=== block 1 ===
block_1/registers.png
Bar = 20 um. Other sequential cells in the stronger gray, the rest of the logic in the fainter gray.
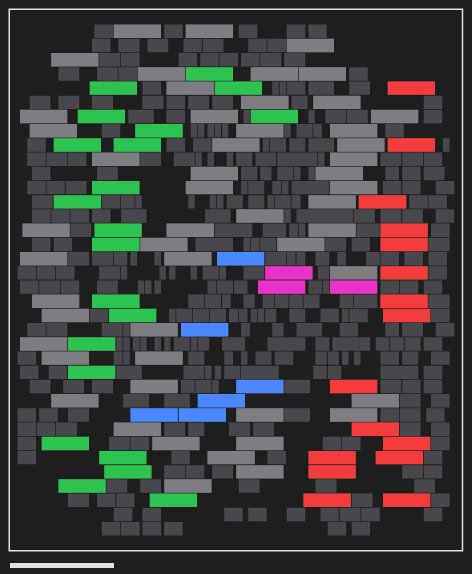

File: src/rtl/sm_loader.sv
// Host-side loader/sequencer for the SM core: streams code and data RAM images in, holds the core in INIT, then collects its result.
// Optional watchdog on the core's ready pulse is built when SM_LOADER_TIMEOUT_EN is defined.
module sm_loader #(
  parameter int CODERAM_ADDR_WIDTH = 6,
  parameter int CODERAM_DATA_WIDTH = 21,
  parameter int DATARAM_ADDR_WIDTH = 6,
  parameter int DATARAM_DATA_WIDTH = 16,
  parameter int RESULT_WIDTH       = 16,
  parameter int TIMEOUT_CYCLES     = 1024
) (
  input  logic                          i_CLK,
  input  logic                          i_RSTn,
  input  logic                          i_IN_VALID,
  output logic                          o_IN_READY,
  input  logic [CODERAM_DATA_WIDTH-1:0] i_IN_DATA,
  output logic                          o_CODERAM_WE,
  output logic [CODERAM_ADDR_WIDTH-1:0] o_CODERAM_ADDR,
  output logic [CODERAM_DATA_WIDTH-1:0] o_CODERAM_DATA,
  output logic                          o_DATARAM_WE,
  output logic [DATARAM_ADDR_WIDTH-1:0] o_DATARAM_ADDR,
  output logic [DATARAM_DATA_WIDTH-1:0] o_DATARAM_DATA,
  output logic                          o_TB_WE,
  input  logic                          i_RDY,
  input  logic                          i_ERROR,
  input  logic [RESULT_WIDTH-1:0]       i_RESULT,
  output logic                          o_OUT_VALID,
  input  logic                          i_OUT_READY,
  output logic [RESULT_WIDTH-1:0]       o_OUT_RESULT,
  output logic                          o_OUT_ERROR,
  output logic                          o_OUT_TIMEOUT,
  output logic                          o_BUSY,
  output logic [2:0]                    dbg_state
);

  // Handshakes: a beat (input) or report (output) transfers on the rising edge where
  // valid and ready are both high; the sender holds valid and payload stable until then.

  typedef enum logic [2:0] {
    IDLE      = 3'd0,
    LOAD_CODE = 3'd1,
    LOAD_DATA = 3'd2,
    FLUSH     = 3'd3,
    WAIT_RDY  = 3'd4,
    REPORT    = 3'd5
  } state_t;

  state_t state, next_state;

  logic [CODERAM_ADDR_WIDTH-1:0] last_code, code_cnt;
  logic [DATARAM_ADDR_WIDTH-1:0] last_data, data_cnt;
  logic                          accept;
  logic                          timeout_hit;

  // Ready is held low while reset is asserted so every output reads 0 in reset.
  assign o_IN_READY = i_RSTn &&
                      ((state == IDLE) || (state == LOAD_CODE) || (state == LOAD_DATA));
  assign accept     = i_IN_VALID && o_IN_READY;
  assign o_BUSY     = (state != IDLE);
  assign dbg_state  = state;

`ifdef SM_LOADER_TIMEOUT_EN
  localparam int TW = $clog2(TIMEOUT_CYCLES + 1);
  logic [TW-1:0] wait_cnt;

  always_ff @(posedge i_CLK or negedge i_RSTn) begin
    if (!i_RSTn) begin
      wait_cnt <= '0;
    end else if (state != WAIT_RDY) begin
      wait_cnt <= '0;
    end else begin
      wait_cnt <= wait_cnt + TW'(1);
    end
  end

  assign timeout_hit = (state == WAIT_RDY) && (wait_cnt == TW'(TIMEOUT_CYCLES - 1));

  always_ff @(posedge i_CLK or negedge i_RSTn) begin
    if (!i_RSTn) begin
      o_OUT_TIMEOUT <= 1'b0;
    end else if (state == IDLE && accept) begin
      o_OUT_TIMEOUT <= 1'b0;
    end else if (timeout_hit && !i_RDY) begin
      o_OUT_TIMEOUT <= 1'b1;
    end
  end
`else
  assign timeout_hit   = 1'b0;
  assign o_OUT_TIMEOUT = 1'b0;
`endif

  always_ff @(posedge i_CLK or negedge i_RSTn) begin
    if (!i_RSTn) begin
      state <= IDLE;
    end else begin
      state <= next_state;
    end
  end

  always_comb begin
    next_state = state;
    case (state)
      IDLE:      if (accept) next_state = LOAD_CODE;
      LOAD_CODE: if (accept && code_cnt == last_code) next_state = LOAD_DATA;
      LOAD_DATA: if (accept && data_cnt == last_data) next_state = FLUSH;
      FLUSH:     next_state = WAIT_RDY;
      WAIT_RDY:  if (i_RDY || timeout_hit) next_state = REPORT;
      REPORT:    if (i_OUT_READY) next_state = IDLE;
      default:   next_state = IDLE;
    endcase
  end

  always_ff @(posedge i_CLK or negedge i_RSTn) begin
    if (!i_RSTn) begin
      last_code      <= '0;
      last_data      <= '0;
      code_cnt       <= '0;
      data_cnt       <= '0;
      o_CODERAM_WE   <= 1'b0;
      o_CODERAM_ADDR <= '0;
      o_CODERAM_DATA <= '0;
      o_DATARAM_WE   <= 1'b0;
      o_DATARAM_ADDR <= '0;
      o_DATARAM_DATA <= '0;
      o_TB_WE        <= 1'b0;
      o_OUT_VALID    <= 1'b0;
      o_OUT_RESULT   <= '0;
      o_OUT_ERROR    <= 1'b0;
    end else begin
      o_CODERAM_WE <= 1'b0;
      o_DATARAM_WE <= 1'b0;
      // Core stays in INIT from the cycle after the header until WAIT_RDY is entered.
      o_TB_WE      <= (next_state == LOAD_CODE) || (next_state == LOAD_DATA) ||
                      (next_state == FLUSH);
      o_OUT_VALID  <= (next_state == REPORT);
      case (state)
        IDLE: begin
          if (accept) begin
            last_code <= i_IN_DATA[CODERAM_ADDR_WIDTH-1:0];
            last_data <= i_IN_DATA[CODERAM_ADDR_WIDTH +: DATARAM_ADDR_WIDTH];
            code_cnt  <= '0;
            data_cnt  <= '0;
          end
        end
        LOAD_CODE: begin
          if (accept) begin
            o_CODERAM_WE   <= 1'b1;
            o_CODERAM_ADDR <= code_cnt;
            o_CODERAM_DATA <= i_IN_DATA;
            code_cnt       <= code_cnt + CODERAM_ADDR_WIDTH'(1);
          end
        end
        LOAD_DATA: begin
          if (accept) begin
            o_DATARAM_WE   <= 1'b1;
            o_DATARAM_ADDR <= data_cnt;
            o_DATARAM_DATA <= i_IN_DATA[DATARAM_DATA_WIDTH-1:0];
            data_cnt       <= data_cnt + DATARAM_ADDR_WIDTH'(1);
          end
        end
        WAIT_RDY: begin
          if (i_RDY) begin
            o_OUT_RESULT <= i_RESULT;
            o_OUT_ERROR  <= i_ERROR;
          end else if (timeout_hit) begin
            o_OUT_RESULT <= '0;
            o_OUT_ERROR  <= 1'b1;
          end
        end
        default: ;
      endcase
    end
  end

endmodule
File: config.mk
export PLATFORM = sky130hd
export DESIGN_NAME = sm_loader
export DESIGN_NICKNAME = d
export VERILOG_FILES = /design/src/rtl/sm_loader.sv
export SDC_FILE = /design/constraint.sdc
export NUM_CORES = 1
export LEC_CHECK = 0
export CAP_MARGIN = 0
export CORE_ASPECT_RATIO = 1.2
export CORE_UTILIZATION = 47
export DETAILED_ROUTE_END_ITERATION = 6
export PLACE_DENSITY = 0.91
export REMOVE_ABC_BUFFERS = 1
export SLEW_MARGIN = 20
export SYNTH_ARGS = -nofsm -noshare
export SYNTH_HDL_FRONTEND = slang
export SYNTH_SLANG_ARGS = --single-unit
File: constraint.sdc
create_clock -name i_CLK -period 2.1 [get_ports i_CLK]
set_input_delay 0.63 -clock i_CLK [delete_from_list [all_inputs] [get_ports i_CLK]]
set_output_delay 0.63 -clock i_CLK [all_outputs]
set_load 0.01 [all_outputs]
=== block 2 ===
$ cat config.mk
export PLATFORM = sky130hd
export DESIGN_NAME = code_pulse_generator
export DESIGN_NICKNAME = d
export VERILOG_FILES = /design/src/rtl/code_pulse_pkg.sv /design/src/rtl/chip_timer.sv /design/src/rtl/code_pulse_generator.sv
export SDC_FILE = /design/constraint.sdc
export NUM_CORES = 1
export LEC_CHECK = 0
export CAP_MARGIN = 20
export CORE_ASPECT_RATIO = 1.75
export CORE_MARGIN = 3
export CORE_UTILIZATION = 40
export DETAILED_ROUTE_END_ITERATION = 10
export MAX_ROUTING_LAYER = met4
export RECOVER_POWER = 100
export REMOVE_ABC_BUFFERS = 1
export SETUP_SLACK_MARGIN = 0.3
export SLEW_MARGIN = 20
export SYNTH_ARGS = -nofsm -noshare
export SYNTH_HDL_FRONTEND = slang
export SYNTH_SLANG_ARGS = --single-unit
$ cat constraint.sdc
create_clock -name CLOCK_10M -period 6.84 [get_ports CLOCK_10M]
set_input_delay 0.684 -clock CLOCK_10M [delete_from_list [all_inputs] [get_ports CLOCK_10M]]
set_output_delay 0.684 -clock CLOCK_10M [all_outputs]
set_load 0.01 [all_outputs]
$ cat src/rtl/code_pulse_pkg.sv
// Shared definitions for the code pulse generator: state encoding, chip limit,
// counter widths and the small parameter-conditioning helpers.
package code_pulse_pkg;

    localparam int MAX_CHIPS_DEF = 32;
    localparam int CODE_W        = 32;
    localparam int CHIP_W        = 5;
    localparam int DUR_W         = 16;
    localparam int ELAP_W        = 22;

    typedef enum logic [1:0] {
        ST_IDLE   = 2'd0,
        ST_TX     = 2'd1,
        ST_LISTEN = 2'd2,
        ST_DONE   = 2'd3
    } state_t;

    // A zero chip duration is treated as one clock per chip.
    function automatic logic [DUR_W-1:0] eff_duration(input logic [DUR_W-1:0] d);
        return (d == '0) ? DUR_W'(1) : d;
    endfunction

    // Chip count clamped to the number of code bits available.
    function automatic logic [DUR_W-1:0] eff_chips(input logic [DUR_W-1:0] n,
                                                   input int max_chips);
        logic [DUR_W-1:0] lim;
        lim = DUR_W'(max_chips);
        return (n > lim) ? lim : n;
    endfunction

endpackage

$ cat src/rtl/chip_timer.sv
// Reloadable per-chip down-counter. Loaded with the chip duration at pulse
// start; raises o_tc on the last clock of each chip and reloads itself.
module chip_timer
    import code_pulse_pkg::*;
(
    input  logic             i_clk,
    input  logic             i_rst_n,
    input  logic             i_load,
    input  logic             i_en,
    input  logic [DUR_W-1:0] i_dur,
    output logic             o_tc
);

    logic [DUR_W-1:0] r_dur;
    logic [DUR_W-1:0] r_cnt;

    assign o_tc = (r_cnt == DUR_W'(1));

    // Load at pulse start, then count down and reload on each chip boundary.
    always_ff @(posedge i_clk or negedge i_rst_n) begin
        if (!i_rst_n) begin
            r_dur <= '0;
            r_cnt <= '0;
        end else if (i_load) begin
            r_dur <= i_dur;
            r_cnt <= i_dur;
        end else if (i_en) begin
            if (o_tc) r_cnt <= r_dur;
            else      r_cnt <= r_cnt - DUR_W'(1);
        end
    end

endmodule

$ cat src/rtl/code_pulse_generator.sv
// BPSK code pulse generator: on a GEN request, transmits N' chips of D' clocks
// each (RF gate + phase bit), listens for the rest of the P-clock window, then
// reports SIGNAL_GEN_OVER until the sequencer drops GEN.
module code_pulse_generator
    import code_pulse_pkg::*;
#(
    parameter int MAX_CHIPS = MAX_CHIPS_DEF
) (
    input  logic              CLOCK_10M,
    input  logic              RESET_N,
    input  logic              GEN,
    input  logic [CODE_W-1:0] CODE,
    input  logic [DUR_W-1:0]  CODE_LEN,
    input  logic [DUR_W-1:0]  CODE_DURATION,
    input  logic [DUR_W-1:0]  PULSE_LEN,
    input  logic              RF_OUTPUT_EN,
    output logic              RF_GATE,
    output logic              PHASE_BIT,
    output logic [CHIP_W-1:0] CHIP_INDEX,
    output logic              GEN_BUSY,
    output logic              SIGNAL_GEN_OVER
);

    state_t              r_state;
    logic [CODE_W-1:0]   r_code;
    logic [CHIP_W-1:0]   r_last;
    logic [DUR_W-1:0]    r_p;
    logic [ELAP_W-1:0]   r_e;
    logic [CHIP_W-1:0]   r_k;
    logic                r_phase;
    logic                r_rf;
    logic                r_busy;
    logic                r_over;

    logic [DUR_W-1:0]    w_n_eff;
    logic [DUR_W-1:0]    w_d_eff;
    logic                w_start;
    logic                w_tc;
    logic                w_win_end;
    logic [CHIP_W-1:0]   w_next_k;

    assign w_n_eff   = eff_chips(CODE_LEN, MAX_CHIPS);
    assign w_d_eff   = eff_duration(CODE_DURATION);
    assign w_start   = (r_state == ST_IDLE) && GEN;
    assign w_next_k  = r_k + CHIP_W'(1);
    // The current cycle is the last one of the P-clock window (e is 0-based).
    assign w_win_end = ({{(ELAP_W-DUR_W){1'b0}}, r_p} <= (r_e + ELAP_W'(1)));

    chip_timer u_chip_timer (
        .i_clk   (CLOCK_10M),
        .i_rst_n (RESET_N),
        .i_load  (w_start),
        .i_en    (r_state == ST_TX),
        .i_dur   (w_d_eff),
        .o_tc    (w_tc)
    );

    assign RF_GATE         = r_rf;
    assign PHASE_BIT       = r_phase;
    assign CHIP_INDEX      = r_k;
    assign GEN_BUSY        = r_busy;
    assign SIGNAL_GEN_OVER = r_over;

    // Pulse sequencing FSM; outputs are registered for the state being entered.
    always_ff @(posedge CLOCK_10M or negedge RESET_N) begin
        if (!RESET_N) begin
            r_state <= ST_IDLE;
            r_code  <= '0;
            r_last  <= '0;
            r_p     <= '0;
            r_e     <= '0;
            r_k     <= '0;
            r_phase <= 1'b0;
            r_rf    <= 1'b0;
            r_busy  <= 1'b0;
            r_over  <= 1'b0;
        end else begin
            case (r_state)
                ST_IDLE: begin
                    if (GEN) begin
                        r_code <= CODE;
                        r_last <= CHIP_W'(w_n_eff - DUR_W'(1));
                        r_p    <= PULSE_LEN;
                        r_e    <= '0;
                        r_busy <= 1'b1;
                        if (w_n_eff != '0) begin
                            r_state <= ST_TX;
                            r_k     <= '0;
                            r_phase <= CODE[0];
                            r_rf    <= RF_OUTPUT_EN;
                        end else if (PULSE_LEN != '0) begin
                            r_state <= ST_LISTEN;
                        end else begin
                            r_state <= ST_DONE;
                            r_over  <= 1'b1;
                        end
                    end
                end
                ST_TX: begin
                    if (!GEN) begin
                        r_state <= ST_IDLE;
                        r_e     <= '0;
                        r_k     <= '0;
                        r_phase <= 1'b0;
                        r_rf    <= 1'b0;
                        r_busy  <= 1'b0;
                    end else begin
                        r_e <= r_e + ELAP_W'(1);
                        if (w_tc && (r_k == r_last)) begin
                            r_k     <= '0;
                            r_phase <= 1'b0;
                            r_rf    <= 1'b0;
                            if (w_win_end) begin
                                r_state <= ST_DONE;
                                r_over  <= 1'b1;
                            end else begin
                                r_state <= ST_LISTEN;
                            end
                        end else if (w_tc) begin
                            r_k     <= w_next_k;
                            r_phase <= r_code[w_next_k];
                            r_rf    <= RF_OUTPUT_EN;
                        end else begin
                            r_rf    <= RF_OUTPUT_EN;
                        end
                    end
                end
                ST_LISTEN: begin
                    if (!GEN) begin
                        r_state <= ST_IDLE;
                        r_e     <= '0;
                        r_busy  <= 1'b0;
                    end else begin
                        r_e <= r_e + ELAP_W'(1);
                        if (w_win_end) begin
                            r_state <= ST_DONE;
                            r_over  <= 1'b1;
                        end
                    end
                end
                ST_DONE: begin
                    if (!GEN) begin
                        r_state <= ST_IDLE;
                        r_e     <= '0;
                        r_over  <= 1'b0;
                        r_busy  <= 1'b0;
                    end
                end
                default: begin
                    r_state <= ST_IDLE;
                end
            endcase
        end
    end

endmodule

=== block 3 ===
[config.mk]
export PLATFORM = sky130hd
export DESIGN_NAME = seq_frame_tx_flat
export DESIGN_NICKNAME = d
export VERILOG_FILES = /design/src/rtl/seq_fsm_pkg.sv /design/src/rtl/seq_frame_tx_if.sv /design/src/rtl/seq_piso_shreg.sv /design/src/rtl/seq_frame_tx.sv /design/src/flat_wrapper.sv
export SDC_FILE = /design/constraint.sdc
export NUM_CORES = 1
export LEC_CHECK = 0
export CELL_PAD_IN_SITES_DETAIL_PLACEMENT = 1
export CELL_PAD_IN_SITES_GLOBAL_PLACEMENT = 2
export CORE_MARGIN = 2
export CORE_UTILIZATION = 32
export CTS_CLUSTER_SIZE = 28
export DETAILED_ROUTE_END_ITERATION = 6
export GPL_ROUTABILITY_DRIVEN = 0
export MAX_ROUTING_LAYER = met4
export PLACE_DENSITY = 0.84
export SLEW_MARGIN = 20
export SYNTH_ARGS = -nofsm -noshare
export SYNTH_HDL_FRONTEND = slang
export SYNTH_SLANG_ARGS = --single-unit
[constraint.sdc]
create_clock -name clk -period 2.05 [get_ports clk]
set_input_delay 0.41 -clock clk [delete_from_list [all_inputs] [get_ports clk]]
set_output_delay 0.41 -clock clk [all_outputs]
set_load 0.005 [all_outputs]
[src/rtl/seq_fsm_pkg.sv]
// Shared definitions for the frame transmitter and the downstream sequence detector.
// The detector imports the same default sync pattern so both ends agree.
package seq_fsm_pkg;

  typedef enum logic [1:0] {
    IDLE = 2'd0,
    SYNC = 2'd1,
    DATA = 2'd2,
    PAR  = 2'd3
  } state_t;

  localparam logic [2:0] SYNC_PAT_DEFAULT = 3'b101;

  // Counter width covering the longer of the sync and payload sections, never zero.
  function automatic int cnt_w(input int a, input int b);
    int m;
    m = (a > b) ? a : b;
    return (m > 1) ? $clog2(m) : 1;
  endfunction

endpackage

[src/rtl/seq_frame_tx_if.sv]
// Word-in / serial-out bundle of the frame transmitter; master offers words, slave serialises.
// tx_valid/tx_ready handshake; out, busy and frame_done are status back to the master.
interface seq_frame_tx_if #(
  parameter int DATA_W = 8
);
  logic [DATA_W-1:0] tx_data;
  logic              tx_valid;
  logic              tx_ready;
  logic              out;
  logic              busy;
  logic              frame_done;

  modport master (
    output tx_data, tx_valid,
    input  tx_ready, out, busy, frame_done
  );

  modport slave (
    input  tx_data, tx_valid,
    output tx_ready, out, busy, frame_done
  );
endinterface

[src/rtl/seq_piso_shreg.sv]
// Parallel-load, MSB-first shift register with a running XOR of every bit shifted out.
// Load wins over shift; parity clears on load so it covers exactly the loaded word.
module seq_piso_shreg #(
  parameter int W = 8
) (
  input  logic         clk,
  input  logic         rst,
  input  logic         load,
  input  logic         shift,
  input  logic [W-1:0] din,
  output logic         msb,
  output logic         parity
);
  logic [W-1:0] sh_q;
  logic         par_q;

  always_ff @(posedge clk or posedge rst) begin
    if (rst) begin
      sh_q  <= '0;
      par_q <= 1'b0;
    end else if (load) begin
      sh_q  <= din;
      par_q <= 1'b0;
    end else if (shift) begin
      sh_q  <= sh_q << 1;
      par_q <= par_q ^ sh_q[W-1];
    end
  end

  assign msb    = sh_q[W-1];
  assign parity = par_q;
endmodule

[src/rtl/seq_frame_tx.sv]
// Serial frame transmitter: sync pattern, payload MSB-first, optional even parity, idle 0.
// First bit on out right after the accept edge; ready in IDLE or while the last bit is out.
module seq_frame_tx
  import seq_fsm_pkg::*;
#(
  parameter int                DATA_W    = 8,
  parameter int                SYNC_W    = 3,
  parameter logic [SYNC_W-1:0] SYNC_PAT  = SYNC_PAT_DEFAULT,
  parameter bit                PARITY_EN = 1'b1
) (
  input logic           clk,
  input logic           rst,
  seq_frame_tx_if.slave bus
);
  localparam int            CW        = cnt_w(SYNC_W, DATA_W);
  localparam logic [CW-1:0] SYNC_LAST = CW'(SYNC_W - 1);
  localparam logic [CW-1:0] DATA_LAST = CW'(DATA_W - 1);

  state_t            state_q, state_d;
  logic [CW-1:0]     cnt_q, cnt_d;
  logic              out_q, out_d;
  logic              done_q, done_d;
  logic              load, shift, eof;
  logic              sh_msb, sh_par;
  logic              last_bit, ready, accept;
  logic [SYNC_W-1:0] sync_rem;

  seq_piso_shreg #(.W(DATA_W)) u_shreg (
    .clk    (clk),
    .rst    (rst),
    .load   (load),
    .shift  (shift),
    .din    (bus.tx_data),
    .msb    (sh_msb),
    .parity (sh_par)
  );

  assign last_bit = PARITY_EN ? (state_q == PAR)
                              : (state_q == DATA && cnt_q == DATA_LAST);
  assign ready    = (state_q == IDLE) || last_bit;
  assign accept   = bus.tx_valid && ready;
  // Remaining sync bits with the next one to send aligned at the MSB.
  assign sync_rem = SYNC_PAT << (cnt_q + 1'b1);

  always_comb begin
    state_d = state_q;
    cnt_d   = cnt_q;
    out_d   = 1'b0;
    done_d  = 1'b0;
    load    = 1'b0;
    shift   = 1'b0;
    eof     = 1'b0;
    case (state_q)
      IDLE: ;
      SYNC: begin
        if (cnt_q == SYNC_LAST) begin
          state_d = DATA;
          cnt_d   = '0;
          out_d   = sh_msb;
          shift   = 1'b1;
        end else begin
          cnt_d = cnt_q + 1'b1;
          out_d = sync_rem[SYNC_W-1];
        end
      end
      DATA: begin
        if (cnt_q != DATA_LAST) begin
          cnt_d = cnt_q + 1'b1;
          out_d = sh_msb;
          shift = 1'b1;
        end else if (PARITY_EN) begin
          state_d = PAR;
          cnt_d   = '0;
          out_d   = sh_par;
        end else begin
          eof = 1'b1;
        end
      end
      PAR:     eof = 1'b1;
      default: state_d = IDLE;
    endcase
    if (eof) begin
      done_d  = 1'b1;
      state_d = IDLE;
      cnt_d   = '0;
    end
    // An accept on the last-bit cycle chains the next frame with no idle gap.
    if (accept) begin
      state_d = SYNC;
      cnt_d   = '0;
      out_d   = SYNC_PAT[SYNC_W-1];
      load    = 1'b1;
    end
  end

  always_ff @(posedge clk or posedge rst) begin
    if (rst) begin
      state_q <= IDLE;
      cnt_q   <= '0;
      out_q   <= 1'b0;
      done_q  <= 1'b0;
    end else begin
      state_q <= state_d;
      cnt_q   <= cnt_d;
      out_q   <= out_d;
      done_q  <= done_d;
    end
  end

  assign bus.tx_ready   = ready;
  assign bus.out        = out_q;
  assign bus.busy       = (state_q != IDLE);
  assign bus.frame_done = done_q;
endmodule

[src/flat_wrapper.sv]
// flat-port wrapper written by rule: the top's interface ports become plain ports
module seq_frame_tx_flat import seq_fsm_pkg::*;
#(
  parameter int                DATA_W    = 8,
  parameter int                SYNC_W    = 3,
  parameter logic [SYNC_W-1:0] SYNC_PAT  = SYNC_PAT_DEFAULT,
  parameter bit                PARITY_EN = 1'b1
)
  (clk, rst, bus_tx_data, bus_tx_valid, bus_tx_ready, bus_out, bus_busy, bus_frame_done);
  seq_frame_tx_if #(.DATA_W(DATA_W)) bus_i ();
  input logic clk;
  input logic rst;
  input wire logic [$bits(bus_i.tx_data)-1:0] bus_tx_data;
  input wire logic [$bits(bus_i.tx_valid)-1:0] bus_tx_valid;
  output wire logic [$bits(bus_i.tx_ready)-1:0] bus_tx_ready;
  output wire logic [$bits(bus_i.out)-1:0] bus_out;
  output wire logic [$bits(bus_i.busy)-1:0] bus_busy;
  output wire logic [$bits(bus_i.frame_done)-1:0] bus_frame_done;
  assign bus_i.tx_data = bus_tx_data;
  assign bus_i.tx_valid = bus_tx_valid;
  assign bus_tx_ready = bus_i.tx_ready;
  assign bus_out = bus_i.out;
  assign bus_busy = bus_i.busy;
  assign bus_frame_done = bus_i.frame_done;
  seq_frame_tx #(.DATA_W(DATA_W), .SYNC_W(SYNC_W), .SYNC_PAT(SYNC_PAT), .PARITY_EN(PARITY_EN)) u_core (.clk(clk), .rst(rst), .bus(bus_i));
endmodule

## Gallery

Clock wires, drivers and flops.
Bar = 20 um.
picture 1
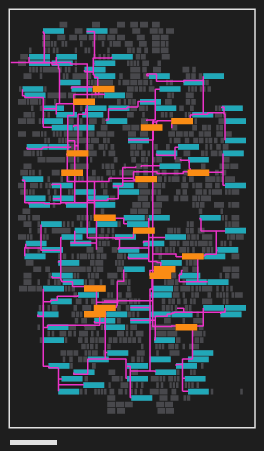
picture 2
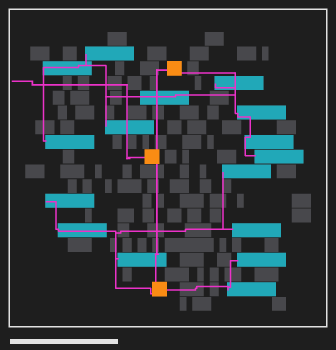
picture 3
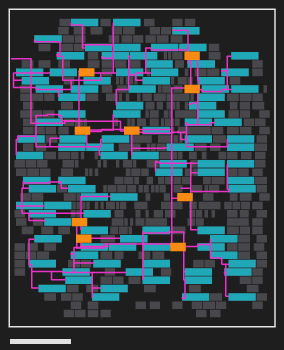
- most sequential cells: picture 1
- fewest sequential cells: picture 2
- picture 3 = block 1
- picture 1 = block 2
- picture 2 = block 3

Key to picture 1:
[orange] cells driving clock nets | count: 17
[cyan] flip-flops | count: 118
[magenta] clock wires | length: 1,640 um
flops lie: all over the die

block_1/final_placement.png
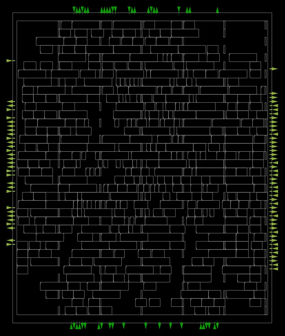
n_taps: 114
flip-flops: 97
fraction of area in registers: 0.433

Notes on block_1/registers.png above:
[red] `o_OUT_RESULT` | sequential cells: 16
[blue] `code_cnt` | sequential cells: 6
[magenta] `dbg_state` | sequential cells: 3
[green] `o_CODERAM_DATA` | sequential cells: 21
not colored: 51

==> flow_summary.yaml, block 1 <==
# implementation run metrics
outcome:
  status: "completed"
finish:
  fin_cells: 546
  lay_top_count: "clkdlybuf4s50_1"
  area_growth_pct: 39.5
  largest_cell_class: "registers"
  reg_top3: "o_CODERAM_DATA (21), o_DATARAM_DATA (16), o_OUT_RESULT (16)"
  registers.top_by_ff_count: "o_CODERAM_DATA"
  inverters: 4
sta:
  min_period_ns: 2.01
  setup_slack_ns: 0.0946
  period_used_share: 0.955
detailed_routing:
  drt_iter0_drc: 93
  drc: 0
  wl_met1_um: 3390
floorplan:
  ios: 119
grt:
  antenna_found_initial: 0
  grt_util_all_layers: 0.193
  overflow: 0
  grt_pass1_wl_um: 13200
  grt_use_met2: 0.342
placement:
  place_hpwl_um: 5960
yosys:
  synth-simple-area-share: 0.103
  ys_chip_area_um2: 4020
  synth.most_common_cell: "dfrtp_1"
  synthTopCellsByCount: "dfrtp_1 (97), mux2_2 (66), nand2_1 (40), nor2_1 (14), xor2_1 (10)"
  async_reset_ff_frac: 1.00
  synth-seq-cells: 97
  yosysWarningCount: 0
  edf_count: 0
  mux_share: 0.190
  synth_area_leader_cell: "dfrtp_1"
cts:
  clk_latency_ns: 0.36
flow_run:
  maxCapViolCount: 0
  warnings: 25
power:
  p_total_mw: 6.68
-- block 1: through the flow --
stage | utilization | area [um^2]
after detailed placement | 0.659 | 5400
after global routing | 0.685 | 5610
after floorplan | - | 3900
after CTS | 0.684 | 5600
final | 0.685 | 5610
after global placement | 0.659 | 5400
-- block 1: report_power, final --
part	internal, mW	switching [mW]
clock network	0.612	0.613
logic	1.57	0.986
registers	2.50	0.395
total	4.68	1.99
-- block 1: critical path: stages (launching register included) --
cell and delay (ns):
dfrtp_1 0.38, and2_4 0.18, nor3b_1 0.17, dlygate4sd2_1 0.30
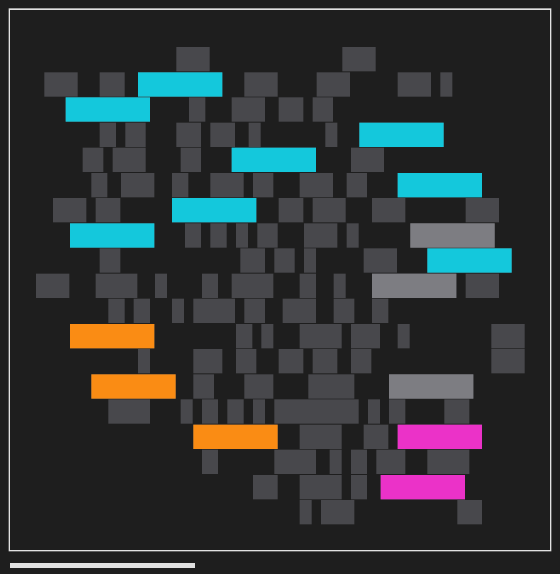
block_3/registers.png
Bar = 20 um. Other sequential cells in the stronger gray, the rest of the logic in the fainter gray.
[orange] `u_core.cnt_q` | sequential cells: 3
[magenta] `u_core.state_q` | sequential cells: 2
[cyan] `u_core.u_shreg.sh_q` | sequential cells: 8

==> flow_summary.yaml, block 3 <==
# implementation run metrics
power:
  switchingPower_mw: 0.804
  p_comb_mw: 1.15
  p_comb_frac: 0.589
finish:
  seq_share: 0.332
  final_core_util: 0.433
  seq_cell_count: 16
  logic_gates: 69
floorplan:
  core-area_um2: 2780
  ios: 15
yosys:
  synth.most_common_cell: "dfrtp_1"
  yosysWarningCount: 0
  synth-seq-cells: 16
  syn_area_um2: 946
critical_path:
  arrival_ns: 2.08
  crit_type: "reg2reg"
  setup.worst_path.start: "u_core.cnt_q[0]"
grt:
  busiest_layer: "met2"
  overflow: 0
  grt_pass1_vias: 800
  grt_util_all_layers: 0.150
cts:
  cts_setup_buffers: 3
  clk_pin_slew_ns: 0.11
sta:
  slew_headroom: 0.579
  setup_viol: 0
outcome:
  status: "completed"
flow_run:
  maxCapViolCount: 0
detailed_routing:
  drtPass1Iterations: 3
block 3: cells by family after synthesis:
logic type,after synthesis
and+or+nand+nor,30
buffers and inverters,11
muxes,7
AOI/OAI and AO/OA,23
adders and majority gates,8
DFF,16
xor gates and xnor gates,1
block 3: stage by stage:
step / total power [mW] / hold WS, ns / instances
after floorplan: 1.33 / 0.324 / 96
after global placement: 1.61 / 0.485 / 140
after detailed placement: 1.64 / 0.488 / 140
after CTS: 1.97 / 0.495 / 147
after global routing: 2.16 / 0.521 / 148
final: 1.96 / 0.473 / 148
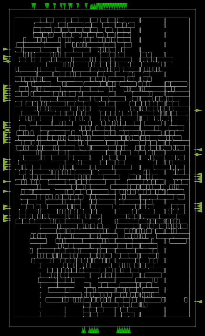
block_2/final_placement.png
fin cells: 1,053
FILL cells: 1,538
n_taps: 189
fin util: 0.517

==> flow_summary.yaml, block 2 <==
# implementation run metrics
sta:
  slew_headroom: -0.384
  min_period_ns: 3.74
  slew_violations: 37
power:
  intPower_mw: 2.11
cts:
  clk_latency_ns: 0.41
outcome:
  status: "complete, but fails checks"
  failed_checks: "max-capacitance violations, max-slew violations"
yosys:
  ys_chip_area_um2: 6620
  async_reset_ff_frac: 1.00
  synth.distinct_cells: 57
finish:
  largest_cell_class: "logic gates"
critical_path:
  crit_chain: "dlygate4sd3_1, or3_1, or3_1, a21oi_1, nand2_1, ha_1, nand2b_1, nor4_1, o22ai_1, o21ai_0, nand2b_1, o31ai_1"
  rrSetupSlack_ns: 3.35
grt:
  antenna_found_initial: 0
flow_run:
  maxCapViolCount: 1
[block 2: final timing paths]
kind | start | to | cells after the start
max in group asynchronous | RESET_N | r_code[7] | 2
min in group asynchronous | RESET_N | r_p[0] | 1
min reg2reg | r_code[22] | r_code[22] | 2
min | r_code[22] | r_code[22] | 2
max | CODE_LEN[0] | CHIP_INDEX[4] | 12
max reg2reg | r_e[2] | r_state[1] | 13


## Gallery

Cells by drive strength.
panel A
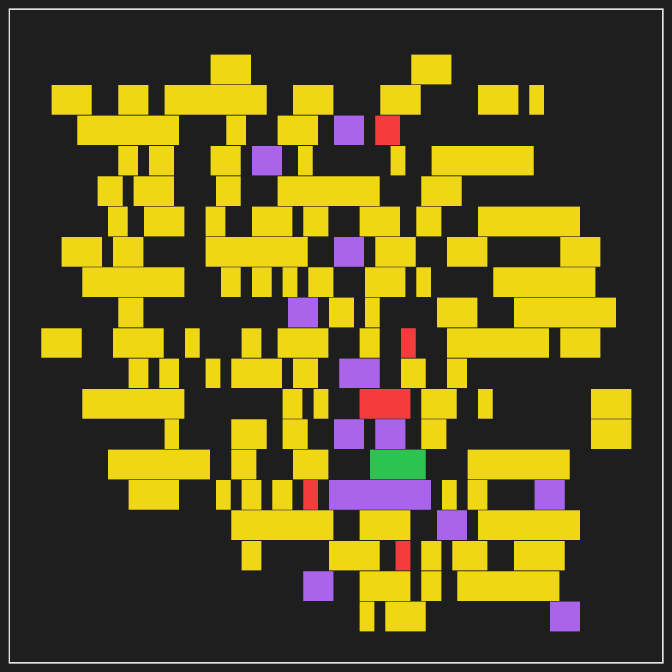
panel B
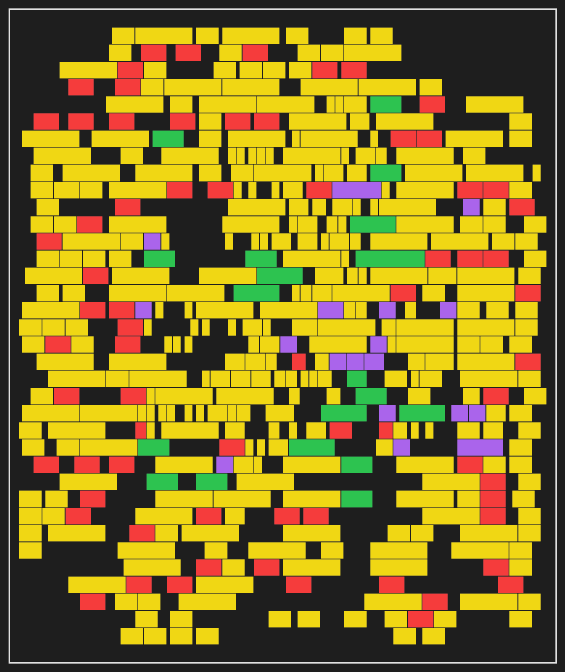
panel C
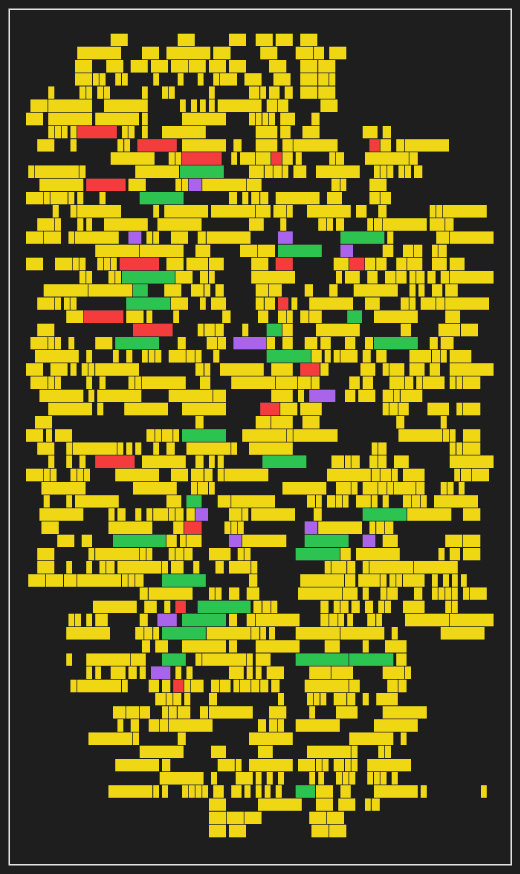
| picture | from |
|---|---|
| panel B | block 1 |
| panel A | block 3 |
| panel C | block 2 |
The one with the most cells is panel C.

Power and IR drop assume default switching activity.
